# block 1

`src/rtl/dpram_pkg.sv`:
```
`default_nettype none
// =============================================================================
// Module   : dpram_pkg
// Brief    : Shared state type and parameter helpers for dual_port_ram_param.
// Revision : 1.0 - initial release
// =============================================================================
package dpram_pkg;

    typedef enum logic [0:0] {
        IDLE  = 1'b0,
        CLEAR = 1'b1
    } state_t;

    function automatic int nbytes(input int data_w, input int byte_w);
        return data_w / byte_w;
    endfunction

    function automatic bit rd_lat_ok(input int rd_lat);
        return (rd_lat == 1) || (rd_lat == 2);
    endfunction

    function automatic bit lanes_ok(input int data_w, input int byte_w);
        return (byte_w > 0) && ((data_w % byte_w) == 0);
    endfunction

endpackage
`default_nettype wire

```
`src/rtl/dpram_clear_fsm.sv`:
```
`default_nettype none
// =============================================================================
// Module   : dpram_clear_fsm
// Brief    : IDLE/CLEAR sequencer that sweeps every word address once.
// Revision : 1.0 - initial release
// =============================================================================
module dpram_clear_fsm
    import dpram_pkg::*;
#(
    parameter int ADDR_W = 6,
    parameter int DEPTH  = 64
) (
    input  logic              clock,
    input  logic              reset,
    input  logic              clr,
    output logic [ADDR_W-1:0] sweep_addr,
    output logic              sweep_we,
    output logic              busy
);

    localparam logic [ADDR_W-1:0] C_LAST = ADDR_W'(DEPTH - 1);

    state_t            r_state;
    state_t            w_state_nxt;
    logic [ADDR_W-1:0] r_ptr;
    logic [ADDR_W-1:0] w_ptr_nxt;

    always_ff @(posedge clock) begin
        if (reset) begin
            r_state <= CLEAR;
            r_ptr   <= '0;
        end else begin
            r_state <= w_state_nxt;
            r_ptr   <= w_ptr_nxt;
        end
    end

    always_comb begin
        w_state_nxt = r_state;
        w_ptr_nxt   = r_ptr;
        sweep_we    = 1'b0;
        busy        = 1'b0;
        case (r_state)
            IDLE: begin
                if (clr) begin
                    w_state_nxt = CLEAR;
                    w_ptr_nxt   = '0;
                end
            end
            CLEAR: begin
                sweep_we = 1'b1;
                busy     = 1'b1;
                // Pointer parks on the last word; a new sweep reloads it.
                if (r_ptr == C_LAST) begin
                    w_state_nxt = IDLE;
                end else begin
                    w_ptr_nxt = r_ptr + 1'b1;
                end
            end
        endcase
    end

    assign sweep_addr = r_ptr;

endmodule
`default_nettype wire

```
`src/rtl/dual_port_ram_param.sv`:
```
`default_nettype none
// =============================================================================
// Module   : dual_port_ram_param
// Brief    : Single-clock simple dual-port RAM with byte enables, selectable
//            read latency, collision policy and a hardware clear sweep.
// Revision : 1.0 - initial release
// =============================================================================
module dual_port_ram_param
    import dpram_pkg::*;
#(
    parameter int                DATA_W   = 8,
    parameter int                BYTE_W   = 8,
    parameter int                ADDR_W   = 6,
    parameter int                DEPTH    = 64,
    parameter int                RD_LAT   = 1,
    parameter bit                BYP_MODE = 1'b0,
    parameter logic [DATA_W-1:0] INIT_VAL = '0
) (
    input  logic                              clock,
    input  logic                              reset,
    input  logic                              clr,
    output logic                              busy,
    input  logic                              we,
    input  logic [ADDR_W-1:0]                 w_addr,
    input  logic [DATA_W-1:0]                 data,
    input  logic [nbytes(DATA_W, BYTE_W)-1:0] be,
    output logic                              w_err,
    input  logic                              re,
    input  logic [ADDR_W-1:0]                 r_addr,
    output logic [DATA_W-1:0]                 q,
    output logic                              q_valid
);

    localparam int              NBYTES  = nbytes(DATA_W, BYTE_W);
    localparam logic [ADDR_W:0] C_DEPTH = (ADDR_W + 1)'(DEPTH);

    generate
        if (!rd_lat_ok(RD_LAT)) begin : g_bad_rd_lat
            $error("dual_port_ram_param: RD_LAT must be 1 or 2");
        end
        if (!lanes_ok(DATA_W, BYTE_W)) begin : g_bad_lanes
            $error("dual_port_ram_param: DATA_W must be a multiple of BYTE_W");
        end
        if ((DEPTH < 1) || (DEPTH > (2 ** ADDR_W))) begin : g_bad_depth
            $error("dual_port_ram_param: DEPTH out of range for ADDR_W");
        end
    endgenerate

    logic [DATA_W-1:0] r_mem [DEPTH];
    logic [ADDR_W-1:0] w_sweep_addr;
    logic              w_sweep_we;

    dpram_clear_fsm #(
        .ADDR_W (ADDR_W),
        .DEPTH  (DEPTH)
    ) u_clear_fsm (
        .clock      (clock),
        .reset      (reset),
        .clr        (clr),
        .sweep_addr (w_sweep_addr),
        .sweep_we   (w_sweep_we),
        .busy       (busy)
    );

    logic              w_wr_in_range;
    logic              w_rd_in_range;
    logic              w_wr_ok;
    logic              w_rd_ok;
    logic              w_collide;
    logic [DATA_W-1:0] w_rd_old;
    logic [DATA_W-1:0] w_merged;
    logic [DATA_W-1:0] w_rd_word;

    assign w_wr_in_range = {1'b0, w_addr} < C_DEPTH;
    assign w_rd_in_range = {1'b0, r_addr} < C_DEPTH;
    assign w_wr_ok       = we && !busy && w_wr_in_range;
    assign w_rd_ok       = re && !busy;
    assign w_collide     = w_wr_ok && w_rd_ok && (r_addr == w_addr);
    assign w_rd_old      = w_rd_in_range ? r_mem[r_addr] : '0;

    // Word as it will look after this edge's write, for write-through reads.
    always_comb begin
        w_merged = w_rd_old;
        for (int i = 0; i < NBYTES; i++) begin
            if (be[i]) begin
                w_merged[i*BYTE_W +: BYTE_W] = data[i*BYTE_W +: BYTE_W];
            end
        end
    end

    assign w_rd_word = (BYP_MODE && w_collide) ? w_merged : w_rd_old;

    always_ff @(posedge clock) begin
        if (!reset) begin
            if (w_sweep_we) begin
                r_mem[w_sweep_addr] <= INIT_VAL;
            end else if (w_wr_ok) begin
                for (int i = 0; i < NBYTES; i++) begin
                    if (be[i]) begin
                        r_mem[w_addr][i*BYTE_W +: BYTE_W] <= data[i*BYTE_W +: BYTE_W];
                    end
                end
            end
        end
    end

    logic [DATA_W-1:0] r_q1;
    logic              r_q1_valid;
    logic              r_w_err;

    always_ff @(posedge clock) begin
        if (reset) begin
            r_q1       <= '0;
            r_q1_valid <= 1'b0;
            r_w_err    <= 1'b0;
        end else begin
            r_q1_valid <= w_rd_ok;
            r_w_err    <= we && (busy || !w_wr_in_range);
            if (w_rd_ok) begin
                r_q1 <= w_rd_word;
            end
        end
    end

    assign w_err = r_w_err;

    generate
        if (RD_LAT == 2) begin : g_lat2
            logic [DATA_W-1:0] r_q2;
            logic              r_q2_valid;

            always_ff @(posedge clock) begin
                if (reset) begin
                    r_q2       <= '0;
                    r_q2_valid <= 1'b0;
                end else begin
                    r_q2_valid <= r_q1_valid;
                    if (r_q1_valid) begin
                        r_q2 <= r_q1;
                    end
                end
            end

            assign q       = r_q2;
            assign q_valid = r_q2_valid;
        end else begin : g_lat1
            assign q       = r_q1;
            assign q_valid = r_q1_valid;
        end
    endgenerate

endmodule
`default_nettype wire

```
`config.mk`:
```
export PLATFORM = sky130hd
export DESIGN_NAME = dual_port_ram_param
export DESIGN_NICKNAME = d
export VERILOG_FILES = /design/src/rtl/dpram_pkg.sv /design/src/rtl/dpram_clear_fsm.sv /design/src/rtl/dual_port_ram_param.sv
export SDC_FILE = /design/constraint.sdc
export NUM_CORES = 1
export LEC_CHECK = 0
export ABC_CLOCK_PERIOD_IN_PS = 4400
export CAP_MARGIN = 5
export CORE_MARGIN = 2
export CORE_UTILIZATION = 63
export DETAILED_ROUTE_END_ITERATION = 10
export PLACE_DENSITY = 0.8
export SLEW_MARGIN = 0
export SYNTH_ARGS = -nofsm -noshare
export SYNTH_HDL_FRONTEND = slang
export SYNTH_HIERARCHICAL = 1
export SYNTH_SLANG_ARGS = --single-unit
```
`constraint.sdc`:
```
create_clock -name clock -period 4.4 [get_ports clock]
set_clock_uncertainty 0.15 [all_clocks]
set_input_delay 0.88 -clock clock [delete_from_list [all_inputs] [get_ports clock]]
set_output_delay 0.88 -clock clock [all_outputs]
set_load 0.03 [all_outputs]
```
# block 2

[config.mk]
export PLATFORM = sky130hd
export DESIGN_NAME = alu_issue_stage
export DESIGN_NICKNAME = d
export VERILOG_FILES = /design/src/rtl/alu_pkg.sv /design/src/rtl/alu_issue_stage_cond_eval.sv /design/src/rtl/alu_issue_stage.sv
export SDC_FILE = /design/constraint.sdc
export NUM_CORES = 1
export LEC_CHECK = 0
export CELL_PAD_IN_SITES_DETAIL_PLACEMENT = 0
export CELL_PAD_IN_SITES_GLOBAL_PLACEMENT = 2
export CORE_ASPECT_RATIO = 0.5
export CORE_MARGIN = 2
export CORE_UTILIZATION = 39
export DETAILED_ROUTE_END_ITERATION = 12
export PLACE_DENSITY = 0.89
export SLEW_MARGIN = 5
export SYNTH_ARGS = -nofsm -noshare
export SYNTH_HDL_FRONTEND = slang
export SYNTH_SLANG_ARGS = --single-unit
[constraint.sdc]
create_clock -name clk -period 1.6 [get_ports clk]
set_input_delay 0.4 -clock clk [delete_from_list [all_inputs] [get_ports clk]]
set_output_delay 0.4 -clock clk [all_outputs]
set_load 0.02 [all_outputs]
[src/rtl/alu_pkg.sv]
// Shared definitions for the ALU issue stage: instruction layout, opcode and
// condition encodings, flag bit positions and the stage FSM state type.
package alu_pkg;

  localparam int DATA_W    = 32;
  localparam int REG_IDX_W = 4;

  // Instruction field positions
  localparam int F_COND_HI = 31;
  localparam int F_COND_LO = 28;
  localparam int F_OP_HI   = 27;
  localparam int F_OP_LO   = 24;
  localparam int F_S       = 23;
  localparam int F_I       = 22;
  localparam int F_RD_HI   = 21;
  localparam int F_RD_LO   = 18;
  localparam int F_RN_HI   = 17;
  localparam int F_RN_LO   = 14;
  localparam int F_RM_HI   = 13;
  localparam int F_RM_LO   = 10;

  // Flag bit indices within {N,Z,C,V}
  localparam int FLAG_N = 3;
  localparam int FLAG_Z = 2;
  localparam int FLAG_C = 1;
  localparam int FLAG_V = 0;

  // Opcodes with special meaning to this stage; everything else is passed
  // straight to the ALU and written back normally.
  localparam logic [3:0] OP_CMP     = 4'b1011;
  localparam logic [3:0] OP_RSVD_LO = 4'b1100;
  localparam logic [3:0] OP_RSVD_HI = 4'b1111;

  typedef enum logic [3:0] {
    COND_EQ = 4'h0, COND_NE = 4'h1, COND_CS = 4'h2, COND_CC = 4'h3,
    COND_MI = 4'h4, COND_PL = 4'h5, COND_VS = 4'h6, COND_VC = 4'h7,
    COND_HI = 4'h8, COND_LS = 4'h9, COND_GE = 4'hA, COND_LT = 4'hB,
    COND_GT = 4'hC, COND_LE = 4'hD, COND_AL = 4'hE, COND_NV = 4'hF
  } cond_e;

  typedef enum logic [1:0] {
    ST_IDLE = 2'd0,
    ST_READ = 2'd1,
    ST_EXEC = 2'd2,
    ST_WB   = 2'd3
  } state_e;

  function automatic logic op_is_reserved(input logic [3:0] op);
    return (op >= OP_RSVD_LO) && (op <= OP_RSVD_HI);
  endfunction

endpackage

[src/rtl/alu_issue_stage_cond_eval.sv]
// Condition-code evaluator: decides whether an instruction executes given
// its 4-bit condition field and the architectural NZCV flags.
module cond_eval
  import alu_pkg::*;
(
  input  logic [3:0] cond,
  input  logic [3:0] flags,
  output logic       pass
);

  logic n, z, c, v;

  assign n = flags[FLAG_N];
  assign z = flags[FLAG_Z];
  assign c = flags[FLAG_C];
  assign v = flags[FLAG_V];

  // Full 16-way decode of the condition field
  always_comb begin
    pass = 1'b0;
    case (cond)
      COND_EQ: pass = z;
      COND_NE: pass = !z;
      COND_CS: pass = c;
      COND_CC: pass = !c;
      COND_MI: pass = n;
      COND_PL: pass = !n;
      COND_VS: pass = v;
      COND_VC: pass = !v;
      COND_HI: pass = c && !z;
      COND_LS: pass = !c || z;
      COND_GE: pass = (n == v);
      COND_LT: pass = (n != v);
      COND_GT: pass = !z && (n == v);
      COND_LE: pass = z || (n != v);
      COND_AL: pass = 1'b1;
      COND_NV: pass = 1'b0;
    endcase
  end

endmodule

[src/rtl/alu_issue_stage.sv]
// Decode-and-issue stage in front of the master ALU. Owns the register file
// and the NZCV flags; one instruction in flight, four cycles per instruction.
//
//   state   | meaning
//   --------+------------------------------------------------------------
//   IDLE    | in_ready high; latch instruction on in_valid
//   READ    | read Rn/Rm, build immediate, evaluate condition
//   EXEC    | ALU inputs stable; sample ALU result/flags at end of cycle
//   WB      | wb_valid/illegal visible; regfile/flags commit at end
module alu_issue_stage
  import alu_pkg::*;
#(
  parameter int NREGS = 16,
  parameter int IMM_W = 14
) (
  input  logic        clk,
  input  logic        rst_n,
  input  logic        in_valid,
  output logic        in_ready,
  input  logic [31:0] in_instr,
  output logic [31:0] alu_reg1,
  output logic [31:0] alu_reg2,
  output logic [15:0] alu_iv,
  output logic [3:0]  alu_opcode,
  output logic [3:0]  alu_cond,
  output logic        alu_s,
  output logic [3:0]  alu_flag,
  input  logic [31:0] alu_result,
  input  logic [3:0]  alu_new_flag,
  output logic [3:0]  flags,
  output logic        wb_valid,
  output logic [3:0]  wb_rd,
  output logic [31:0] wb_data,
  output logic        illegal,
  output logic        busy
);

  state_e state_q, state_d;
  logic   accept;

  logic [31:0] instr_q;
  logic [31:0] rf_q [NREGS];
  logic [3:0]  flags_q;

  logic [31:0] reg1_q, reg2_q;
  logic [15:0] iv_q;
  logic [3:0]  opcode_q, cond_q, alu_flag_q;
  logic        s_q, cond_pass_q;

  logic        wb_valid_q, illegal_q, flag_upd_q;
  logic [3:0]  wb_rd_q, new_flag_q;
  logic [31:0] wb_data_q;

  logic [3:0]       cond_f, op_f, rd_f, rn_f, rm_f;
  logic             s_f, i_f;
  logic [IMM_W-1:0] imm_f;
  logic             cond_pass_w;
  logic             rsvd_w, wb_en_w, flag_en_w;

  assign cond_f = instr_q[F_COND_HI:F_COND_LO];
  assign op_f   = instr_q[F_OP_HI:F_OP_LO];
  assign s_f    = instr_q[F_S];
  assign i_f    = instr_q[F_I];
  assign rd_f   = instr_q[F_RD_HI:F_RD_LO];
  assign rn_f   = instr_q[F_RN_HI:F_RN_LO];
  assign rm_f   = instr_q[F_RM_HI:F_RM_LO];
  assign imm_f  = instr_q[IMM_W-1:0];

  // Flags as they stand in READ; the previous WB has always committed by then
  cond_eval u_cond_eval (
    .cond  (cond_f),
    .flags (flags_q),
    .pass  (cond_pass_w)
  );

  // Next-state logic; acceptance only happens in IDLE
  always_comb begin
    state_d = state_q;
    accept  = 1'b0;
    case (state_q)
      ST_IDLE: begin
        if (in_valid) begin
          accept  = 1'b1;
          state_d = ST_READ;
        end
      end
      ST_READ: state_d = ST_EXEC;
      ST_EXEC: state_d = ST_WB;
      ST_WB:   state_d = ST_IDLE;
      default: state_d = ST_IDLE;
    endcase
  end

  // State register
  always_ff @(posedge clk or negedge rst_n) begin
    if (!rst_n) state_q <= ST_IDLE;
    else        state_q <= state_d;
  end

  // Instruction latch on handshake
  always_ff @(posedge clk or negedge rst_n) begin
    if (!rst_n)      instr_q <= '0;
    else if (accept) instr_q <= in_instr;
  end

  // ALU operand registers, loaded in READ and held until the next READ
  always_ff @(posedge clk or negedge rst_n) begin
    if (!rst_n) begin
      reg1_q      <= '0;
      reg2_q      <= '0;
      iv_q        <= '0;
      opcode_q    <= '0;
      cond_q      <= '0;
      s_q         <= 1'b0;
      alu_flag_q  <= '0;
      cond_pass_q <= 1'b0;
    end else if (state_q == ST_READ) begin
      reg1_q      <= rf_q[rn_f];
      reg2_q      <= i_f ? 32'h0 : rf_q[rm_f];
      iv_q        <= i_f ? 16'(imm_f) : 16'h0;
      opcode_q    <= op_f;
      cond_q      <= cond_f;
      s_q         <= s_f;
      alu_flag_q  <= flags_q;
      cond_pass_q <= cond_pass_w;
    end
  end

  assign rsvd_w    = op_is_reserved(opcode_q);
  assign wb_en_w   = cond_pass_q && (opcode_q != OP_CMP) && !rsvd_w;
  assign flag_en_w = cond_pass_q && (s_q || (opcode_q == OP_CMP)) && !rsvd_w;

  // Capture the ALU outputs at the end of EXEC; pulses live only during WB
  always_ff @(posedge clk or negedge rst_n) begin
    if (!rst_n) begin
      wb_valid_q <= 1'b0;
      illegal_q  <= 1'b0;
      flag_upd_q <= 1'b0;
      wb_rd_q    <= '0;
      wb_data_q  <= '0;
      new_flag_q <= '0;
    end else if (state_q == ST_EXEC) begin
      wb_valid_q <= wb_en_w;
      illegal_q  <= rsvd_w;
      flag_upd_q <= flag_en_w;
      wb_rd_q    <= rd_f;
      wb_data_q  <= alu_result;
      new_flag_q <= alu_new_flag;
    end else begin
      wb_valid_q <= 1'b0;
      illegal_q  <= 1'b0;
      flag_upd_q <= 1'b0;
    end
  end

  // Architectural state commit at the end of WB
  always_ff @(posedge clk or negedge rst_n) begin
    if (!rst_n) begin
      for (int i = 0; i < NREGS; i++) rf_q[i] <= '0;
      flags_q <= '0;
    end else begin
      if (wb_valid_q) rf_q[wb_rd_q] <= wb_data_q;
      if (flag_upd_q) flags_q <= new_flag_q;
    end
  end

  assign in_ready   = (state_q == ST_IDLE);
  assign busy       = (state_q != ST_IDLE);
  assign alu_reg1   = reg1_q;
  assign alu_reg2   = reg2_q;
  assign alu_iv     = iv_q;
  assign alu_opcode = opcode_q;
  assign alu_cond   = cond_q;
  assign alu_s      = s_q;
  assign alu_flag   = alu_flag_q;
  assign flags      = flags_q;
  assign wb_valid   = wb_valid_q;
  assign wb_rd      = wb_rd_q;
  assign wb_data    = wb_data_q;
  assign illegal    = illegal_q;

endmodule
# block 3

--- src/rtl/pair_fifo.sv ---
// Show-ahead FIFO of (a, b) bit pairs; the head pair feeds a downstream AND stage.
// Occupancy lives in a single count register that alone decides full and empty.
module pair_fifo #(
    parameter int ADDR_W = 2
) (
    input  logic              clk,
    input  logic              rst,
    input  logic              wr_en,
    input  logic              wr_a,
    input  logic              wr_b,
    input  logic              rd_en,
    output logic              rd_a,
    output logic              rd_b,
    output logic              full,
    output logic              empty,
    output logic [ADDR_W:0]   count,
    output logic              ovf,
    output logic              unf
);

    localparam int DEPTH = 2 ** ADDR_W;
    localparam logic [ADDR_W:0] DEPTH_CNT = {1'b1, {ADDR_W{1'b0}}};

    logic [1:0]        mem_r [0:DEPTH-1];
    logic [ADDR_W-1:0] wr_ptr_r;
    logic [ADDR_W-1:0] rd_ptr_r;
    logic [ADDR_W:0]   count_r;
    logic              ovf_r;
    logic              unf_r;
    logic              full_s;
    logic              empty_s;
    logic              push_s;
    logic              pop_s;
    logic [1:0]        head_s;

    assign full_s  = (count_r == DEPTH_CNT);
    assign empty_s = (count_r == {(ADDR_W+1){1'b0}});
    // A pop on a full FIFO frees the slot the simultaneous push fills.
    assign pop_s   = rd_en && !empty_s;
    assign push_s  = wr_en && (!full_s || pop_s);
    assign head_s  = mem_r[rd_ptr_r];

    // Head pair shown ahead, forced to zero while nothing is stored.
    always_comb begin
        rd_a = 1'b0;
        rd_b = 1'b0;
        if (empty_s) begin
            rd_a = 1'b0;
            rd_b = 1'b0;
        end else begin
            rd_a = head_s[1];
            rd_b = head_s[0];
        end
    end

    // Storage array, cleared on reset so stale pairs never reappear.
    always_ff @(posedge clk or posedge rst) begin
        if (rst) begin
            for (int i = 0; i < DEPTH; i++) begin
                mem_r[i] <= 2'b00;
            end
        end else if (push_s) begin
            mem_r[wr_ptr_r] <= {wr_a, wr_b};
        end
    end

    // Pointers, occupancy and the one-cycle rejection flags.
    always_ff @(posedge clk or posedge rst) begin
        if (rst) begin
            wr_ptr_r <= {ADDR_W{1'b0}};
            rd_ptr_r <= {ADDR_W{1'b0}};
            count_r  <= {(ADDR_W+1){1'b0}};
            ovf_r    <= 1'b0;
            unf_r    <= 1'b0;
        end else begin
            if (push_s) begin
                wr_ptr_r <= wr_ptr_r + 1'b1;
            end
            if (pop_s) begin
                rd_ptr_r <= rd_ptr_r + 1'b1;
            end
            case ({push_s, pop_s})
                2'b10:   count_r <= count_r + 1'b1;
                2'b01:   count_r <= count_r - 1'b1;
                default: count_r <= count_r;
            endcase
            ovf_r <= wr_en && full_s && !pop_s;
            unf_r <= rd_en && empty_s;
        end
    end

    assign full  = full_s;
    assign empty = empty_s;
    assign count = count_r;
    assign ovf   = ovf_r;
    assign unf   = unf_r;

endmodule

--- config.mk ---
export PLATFORM = sky130hd
export DESIGN_NAME = pair_fifo
export DESIGN_NICKNAME = d
export VERILOG_FILES = /design/src/rtl/pair_fifo.sv
export SDC_FILE = /design/constraint.sdc
export NUM_CORES = 1
export LEC_CHECK = 0
export CORE_AREA = 2 2 43 45
export CTS_CLUSTER_SIZE = 24
export DETAILED_ROUTE_END_ITERATION = 10
export DIE_AREA = 0 0 45 47
export GPL_ROUTABILITY_DRIVEN = 0
export PLACE_DENSITY_LB_ADDON = 0.2
export SLEW_MARGIN = 5
export SYNTH_ARGS = -nofsm -noshare
export SYNTH_HDL_FRONTEND = slang
export SYNTH_SLANG_ARGS = --single-unit
export TNS_END_PERCENT = 30
--- constraint.sdc ---
create_clock -name clk -period 4.8 [get_ports clk]
set_clock_uncertainty 0.05 [all_clocks]
set_input_delay 0.96 -clock clk [delete_from_list [all_inputs] [get_ports clk]]
set_output_delay 0.96 -clock clk [all_outputs]
set_load 0.02 [all_outputs]
# block 4

### src/rtl/bram_stream_reader_if.sv
// Bundle of control, RAM read-port and output-stream signals for bram_stream_reader.
// The m_last signal exists only when BRAM_STREAM_LAST_EN is defined.
interface bram_stream_reader_if #(
    parameter int DATA_WIDTH     = 32,
    parameter int ADDR_WIDTH_RAM = 7
);
    // Transfer control
    logic                      start;
    logic [ADDR_WIDTH_RAM-1:0] base_addr;
    logic [ADDR_WIDTH_RAM:0]   len;
    logic                      busy;
    logic                      done;

    // bram_dp read port
    logic                      ram_en;
    logic [ADDR_WIDTH_RAM-1:0] ram_addr;
    logic [DATA_WIDTH-1:0]     ram_dout;

    // Output stream
    logic [DATA_WIDTH-1:0]     m_data;
    logic                      m_valid;
    logic                      m_ready;
`ifdef BRAM_STREAM_LAST_EN
    logic                      m_last;
`endif

    modport master (
        input  start, base_addr, len, ram_dout, m_ready,
`ifdef BRAM_STREAM_LAST_EN
        output m_last,
`endif
        output busy, done, ram_en, ram_addr, m_data, m_valid
    );

    modport slave (
        output start, base_addr, len, ram_dout, m_ready,
`ifdef BRAM_STREAM_LAST_EN
        input  m_last,
`endif
        input  busy, done, ram_en, ram_addr, m_data, m_valid
    );
endinterface

### src/rtl/bram_stream_reader.sv
// Drains len consecutive bram_dp words from base_addr onto a valid/ready stream,
// hiding the one-cycle RAM read latency behind a 2-entry buffer. Define BRAM_STREAM_LAST_EN for m_last.
module bram_stream_reader #(
    parameter int DATA_WIDTH     = 32,
    parameter int ADDR_WIDTH_RAM = 7
) (
    input  logic                 clk,
    input  logic                 rst_n,
    bram_stream_reader_if.master bus
);

    localparam int CW = ADDR_WIDTH_RAM + 1;

    typedef enum logic [1:0] {
        IDLE,
        READ,
        DRAIN
    } state_e;

    state_e                    state_q;
    logic [CW-1:0]             remaining_q;
    logic [ADDR_WIDTH_RAM-1:0] rd_ptr_q;
    logic                      inflight_q;
    logic                      busy_q;
    logic                      done_q;

    logic [DATA_WIDTH-1:0]     buf_q [2];
    logic                      wr_idx_q;
    logic                      rd_idx_q;
    logic [1:0]                count_q;
    logic [1:0]                count_d;

    logic                      push;
    logic                      pop;
    logic                      issue;
    logic                      last_issue;
    logic [1:0]                occupancy;

    // occupancy counts words already buffered plus the one on its way from the RAM;
    // the second clause lets a pop free the slot the new read will land in.
    always_comb begin
        push       = inflight_q;
        pop        = (count_q != 2'd0) && bus.m_ready;
        occupancy  = count_q + 2'(inflight_q);
        issue      = (state_q == READ) && (remaining_q != '0) &&
                     ((occupancy <= 2'd1) || ((occupancy == 2'd2) && pop));
        last_issue = issue && (remaining_q == CW'(1));
        count_d    = count_q + 2'(push) - 2'(pop);
    end

    assign bus.ram_en   = issue;
    assign bus.ram_addr = rd_ptr_q;
    assign bus.m_valid  = (count_q != 2'd0);
    assign bus.m_data   = buf_q[rd_idx_q];
    assign bus.busy     = busy_q;
    assign bus.done     = done_q;

    // NOTE: every always_ff uses non-blocking assignments so all registers update
    // together from the values seen before the edge, regardless of statement order.
    always_ff @(posedge clk or negedge rst_n) begin
        if (!rst_n) begin
            state_q     <= IDLE;
            remaining_q <= '0;
            rd_ptr_q    <= '0;
            inflight_q  <= 1'b0;
            busy_q      <= 1'b0;
            done_q      <= 1'b0;
        end else begin
            inflight_q <= issue;
            done_q     <= 1'b0;

            if (issue) begin
                remaining_q <= remaining_q - CW'(1);
                rd_ptr_q    <= rd_ptr_q + ADDR_WIDTH_RAM'(1);
            end

            unique case (state_q)
                IDLE: begin
                    if (bus.start) begin
                        if (bus.len == '0) begin
                            done_q <= 1'b1;
                        end else begin
                            state_q     <= READ;
                            busy_q      <= 1'b1;
                            remaining_q <= bus.len;
                            rd_ptr_q    <= bus.base_addr;
                        end
                    end
                end
                READ: begin
                    if (last_issue || (remaining_q == '0)) begin
                        state_q <= DRAIN;
                    end
                end
                DRAIN: begin
                    // Finish on the edge of the final pop so done lands one cycle later.
                    if ((count_d == 2'd0) && !inflight_q) begin
                        state_q <= IDLE;
                        busy_q  <= 1'b0;
                        done_q  <= 1'b1;
                    end
                end
                default: state_q <= IDLE;
            endcase
        end
    end

    // NOTE: the two buffer entries are reset so m_data reads zero out of reset; this is
    // cheap for two flops-wide words but would not be done for a real RAM array.
    always_ff @(posedge clk or negedge rst_n) begin
        if (!rst_n) begin
            for (int i = 0; i < 2; i++) begin
                buf_q[i] <= '0;
            end
            wr_idx_q <= 1'b0;
            rd_idx_q <= 1'b0;
            count_q  <= 2'd0;
        end else begin
            if (push) begin
                buf_q[wr_idx_q] <= bus.ram_dout;
                wr_idx_q        <= ~wr_idx_q;
            end
            if (pop) begin
                rd_idx_q <= ~rd_idx_q;
            end
            count_q <= count_d;
        end
    end

`ifdef BRAM_STREAM_LAST_EN
    // The last-word tag travels with the read so it stays aligned under back-pressure.
    logic       inflight_last_q;
    logic [1:0] tag_q;

    always_ff @(posedge clk or negedge rst_n) begin
        if (!rst_n) begin
            inflight_last_q <= 1'b0;
            tag_q           <= 2'b00;
        end else begin
            inflight_last_q <= last_issue;
            if (push) begin
                tag_q[wr_idx_q] <= inflight_last_q;
            end
        end
    end

    assign bus.m_last = bus.m_valid && tag_q[rd_idx_q];
`endif

endmodule
### src/flat_wrapper.sv
// flat-port wrapper written by rule: the top's interface ports become plain ports
module bram_stream_reader_flat 
#(
    parameter int DATA_WIDTH     = 32,
    parameter int ADDR_WIDTH_RAM = 7
)
  (clk, rst_n, bus_start, bus_base_addr, bus_len, bus_ram_dout, bus_m_ready, bus_busy, bus_done, bus_ram_en, bus_ram_addr, bus_m_data, bus_m_valid);
  bram_stream_reader_if #(.DATA_WIDTH(DATA_WIDTH), .ADDR_WIDTH_RAM(ADDR_WIDTH_RAM)) bus_i ();
  input  logic clk;
  input  logic rst_n;
  input wire logic [$bits(bus_i.start)-1:0] bus_start;
  input wire logic [$bits(bus_i.base_addr)-1:0] bus_base_addr;
  input wire logic [$bits(bus_i.len)-1:0] bus_len;
  input wire logic [$bits(bus_i.ram_dout)-1:0] bus_ram_dout;
  input wire logic [$bits(bus_i.m_ready)-1:0] bus_m_ready;
  output wire logic [$bits(bus_i.busy)-1:0] bus_busy;
  output wire logic [$bits(bus_i.done)-1:0] bus_done;
  output wire logic [$bits(bus_i.ram_en)-1:0] bus_ram_en;
  output wire logic [$bits(bus_i.ram_addr)-1:0] bus_ram_addr;
  output wire logic [$bits(bus_i.m_data)-1:0] bus_m_data;
  output wire logic [$bits(bus_i.m_valid)-1:0] bus_m_valid;
  assign bus_i.start = bus_start;
  assign bus_i.base_addr = bus_base_addr;
  assign bus_i.len = bus_len;
  assign bus_i.ram_dout = bus_ram_dout;
  assign bus_i.m_ready = bus_m_ready;
  assign bus_busy = bus_i.busy;
  assign bus_done = bus_i.done;
  assign bus_ram_en = bus_i.ram_en;
  assign bus_ram_addr = bus_i.ram_addr;
  assign bus_m_data = bus_i.m_data;
  assign bus_m_valid = bus_i.m_valid;
  bram_stream_reader #(.DATA_WIDTH(DATA_WIDTH), .ADDR_WIDTH_RAM(ADDR_WIDTH_RAM)) u_core (.clk(clk), .rst_n(rst_n), .bus(bus_i));
endmodule
### config.mk
export PLATFORM = sky130hd
export DESIGN_NAME = bram_stream_reader_flat
export DESIGN_NICKNAME = d
export VERILOG_FILES = /design/src/rtl/bram_stream_reader_if.sv /design/src/rtl/bram_stream_reader.sv /design/src/flat_wrapper.sv
export SDC_FILE = /design/constraint.sdc
export NUM_CORES = 1
export LEC_CHECK = 0
export CORE_ASPECT_RATIO = 0.7
export CORE_MARGIN = 3
export CORE_UTILIZATION = 50
export DETAILED_ROUTE_END_ITERATION = 10
export GPL_TIMING_DRIVEN = 0
export PLACE_DENSITY = 0.79
export SETUP_SLACK_MARGIN = 0.02
export SLEW_MARGIN = 10
export SYNTH_ARGS = -nofsm -noshare
export SYNTH_HDL_FRONTEND = slang
export SYNTH_SLANG_ARGS = --single-unit
### constraint.sdc
create_clock -name clk -period 3.1 [get_ports clk]
set_clock_uncertainty 0.1 [all_clocks]
set_input_delay 0.31 -clock clk [delete_from_list [all_inputs] [get_ports clk]]
set_output_delay 0.31 -clock clk [all_outputs]
set_load 0.1 [all_outputs]
### Pin placement, block 4

Scale: 4 px per um. Pins as bars across the die edge, other pins in gray.
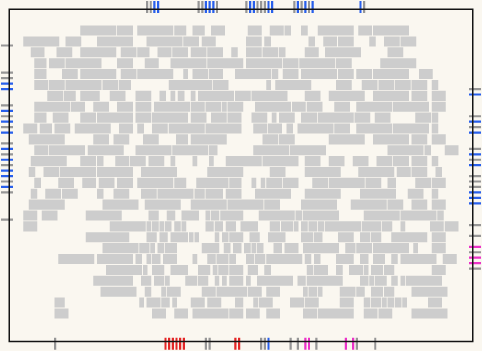
[bus_len] red | pins: 8 | direction: input | edge: bottom
[bus_ram_addr] magenta | pins: 7 | direction: output | edge: 4 bottom, 3 right
[bus_ram_dout] blue | pins: 32 | direction: input | edge: 13 top, 10 left, 8 right, 1 bottom
all pins by edge: 26 top, 23 bottom, 23 right, 22 left
port bufs: 93
Die Span X: 116 um

==> results.txt, block 4 <==
Outcome: complete, no violations
Latency at later pin: 330 ps
Area leader, netlist: dfrtp_1
Clkbuf count: 11
Yosys chip area: 4200 um^2
Post-DRT Antenna Nets: 0
Final Cell Area: 5510 um^2
Fraction of registers with async set/reset: 100%
Worst R2R Start: u_core.inflight_q
Uppermost routed layer: met4
Layout clock area frac: 6.02%
Chip area: 9550 um^2
Normalized max-slew margin: 33.8%
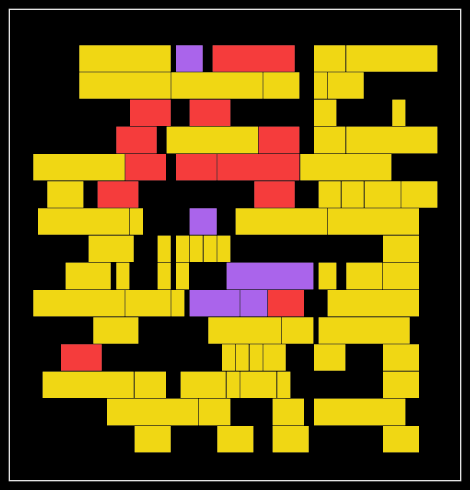
*Cell sizes after repair, block 3*
Scale: 10 px per um.
[x1 and smaller] yellow | cells: 67 | most used: dfrtp_1
[x3 and x4] purple | cells: 5 | most used: clkbuf_4
[x2] red | cells: 12 | most used: mux2_2

==> results.txt, block 3 <==
Layout clock area frac: 2.50%
Placement Setup Slack: 1620 ps
Router iterations before antenna repair: 2
Sequential portion of the cell area: 40.5%
XOR Share, Synth: 6.09%
Register area: 425 um^2
Setup_tns: 0 ps
WHS Endpoint: mem_r[5]
Synth-to-Final Area Change: 21.7%
Post-synthesis cell count: 66
Largest fanout on the critical path: 4
Outcome: complete, no violations
Io pins: 15
Slowest cell on the critical path: clkdlybuf4s50_1
Uppermost routed layer: met4
Final Slew Violations: 0
Clkbuf count: 4
Overall routing resource usage: 16.4%
Max FFs per register: 8
Share of cells above drive strength 1: 20.2%
Top cells by area: dfrtp_1, mux2_2, ha_1
R2R Setup Slk: 2580 ps
Comb/total area: 39.5%
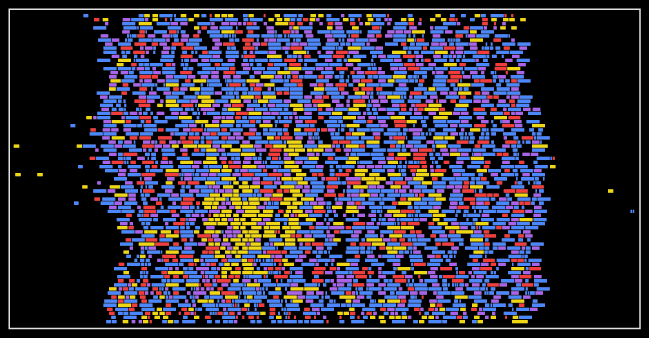
*Cell sizes after repair, block 2*
Scale: 1.5 px per um.
[x3 and x4] purple | cells: 648 | most used: mux2_4
[x6 and larger] yellow | cells: 414 | most used: buf_6
[x2] red | cells: 462 | most used: mux2_2
[x1 and smaller] blue | cells: 1401 | most used: dfrtp_1

### Gate families picked out, block 2

Scale: 1.5 px per um.
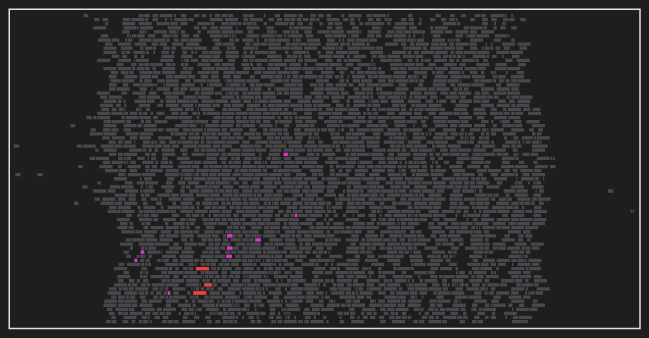
[and/or cells] magenta | cells: 9 | most used: or3_4
[fa/ha/maj cells] red | cells: 3 | most used: ha_4

==> results.txt, block 2 <==
Crit path required time: 2110 ps
Failing checks: setup timing
XOR Share, Synth: 0.0260%
Top cells by area: dfrtp_1, mux2_2, mux4_2
Seq cells post-synth: 685
Overall routing resource usage: 24.1%
Critical Path End Type: register
Chip area: 88900 um^2
Post-synthesis cell count: 2419
Row count: 76
Crit path setup slack, layout: -374 ps
Reg clk slew, reported paths: 60 ps
Outcome: complete, but fails checks
Hpwl dp: 63500 um
Top Layout Cells: dfrtp_1, mux2_4, mux2i_1, mux2_2, buf_4
Final period util: 123%
Most frequent logic cell in the layout: dfrtp_1
Synth-to-Final Area Change: 37.7%
Met1 track demand over resource: 32.7%
Final setup viols: 626
### Pin placement, block 1

Scale: 2 px per um. Pins as bars across the die edge, other pins in gray.
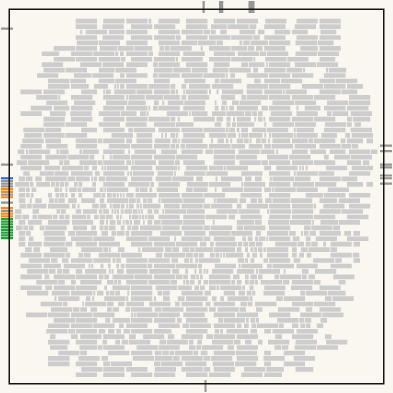
[data] green | pins: 8 | direction: input | edge: left
[busy] blue | pins: 1 | direction: output | edge: left
[w_addr] orange | pins: 6 | direction: input | edge: left
port bufs: 36
Die Ht: 186 um
Die Span X: 186 um

### Gate families picked out, block 1

Scale: 2 px per um.
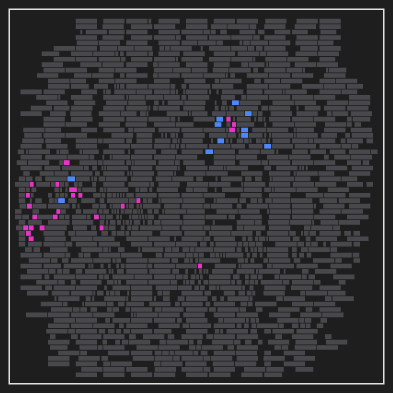
[non-inverting ao/oa cells] blue | cells: 11 | most used: a221o_1
[and/or cells] magenta | cells: 24 | most used: and2_2

==> results.txt, block 1 <==
Critical Path End Type: register
Crit path launch: we
Non-clk bufs: 87
Yosys chip area: 21000 um^2
Tap Cells: 442
Reg clk slew, reported paths: 60 ps
Top reg by flops: r_mem
Crit-path leading delay family: simple AND/OR/NAND/NOR gates
CTS tree: done
Comb area: 4900 um^2
Crit path time final: 3570 ps
Synthesized area: 21000 um^2
Hold Path Class: reg2reg
Yosys aoi share: 4.61%
Top FF cell, synth: edfxtp_1
Syn. warnings: 6
Pin count of the biggest net entering global routing: 65
Syn_nets: 1167
Seq cells post-synth: 529
Outcome: complete, no violations
Final Hold Viols: 0

==> layout pictures side by side <==
Cell outlines without signal wires.
Plate I
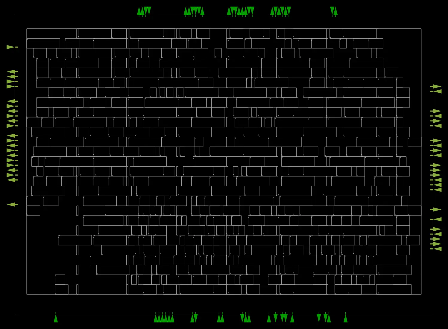
Plate II
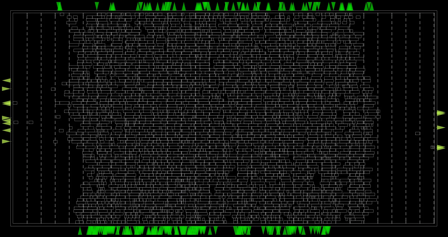
Plate III
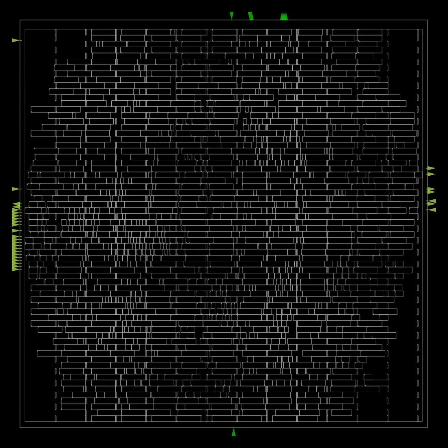
Plate IV
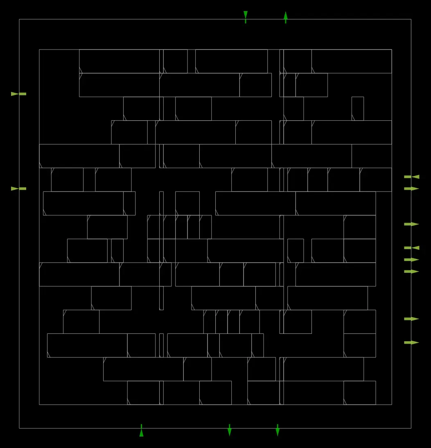
- most sequential cells: Plate II
- lowest utilization: Plate II
block 1 -> Plate III
block 2 -> Plate II
block 4 -> Plate I
block 3 -> Plate IV



## Gallery

I/O nets highlighted.
(a)
Scale: 1 px per um.
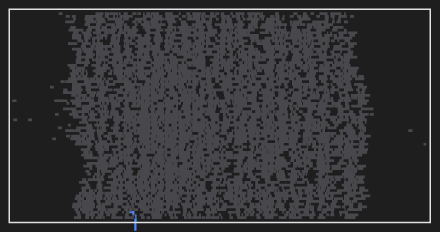
(b)
Scale: 1.5 px per um.
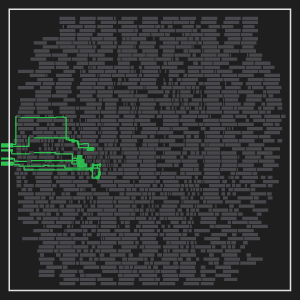
(c)
Scale: 6 px per um.
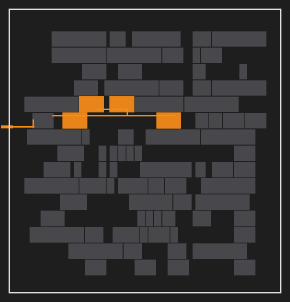
(d)
Scale: 2 px per um.
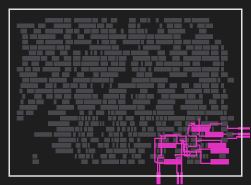
(d) is block 4.
(c) is block 3.
(b) is block 1.
(a) is block 2.
- largest die: (a)
- smallest die: (c)

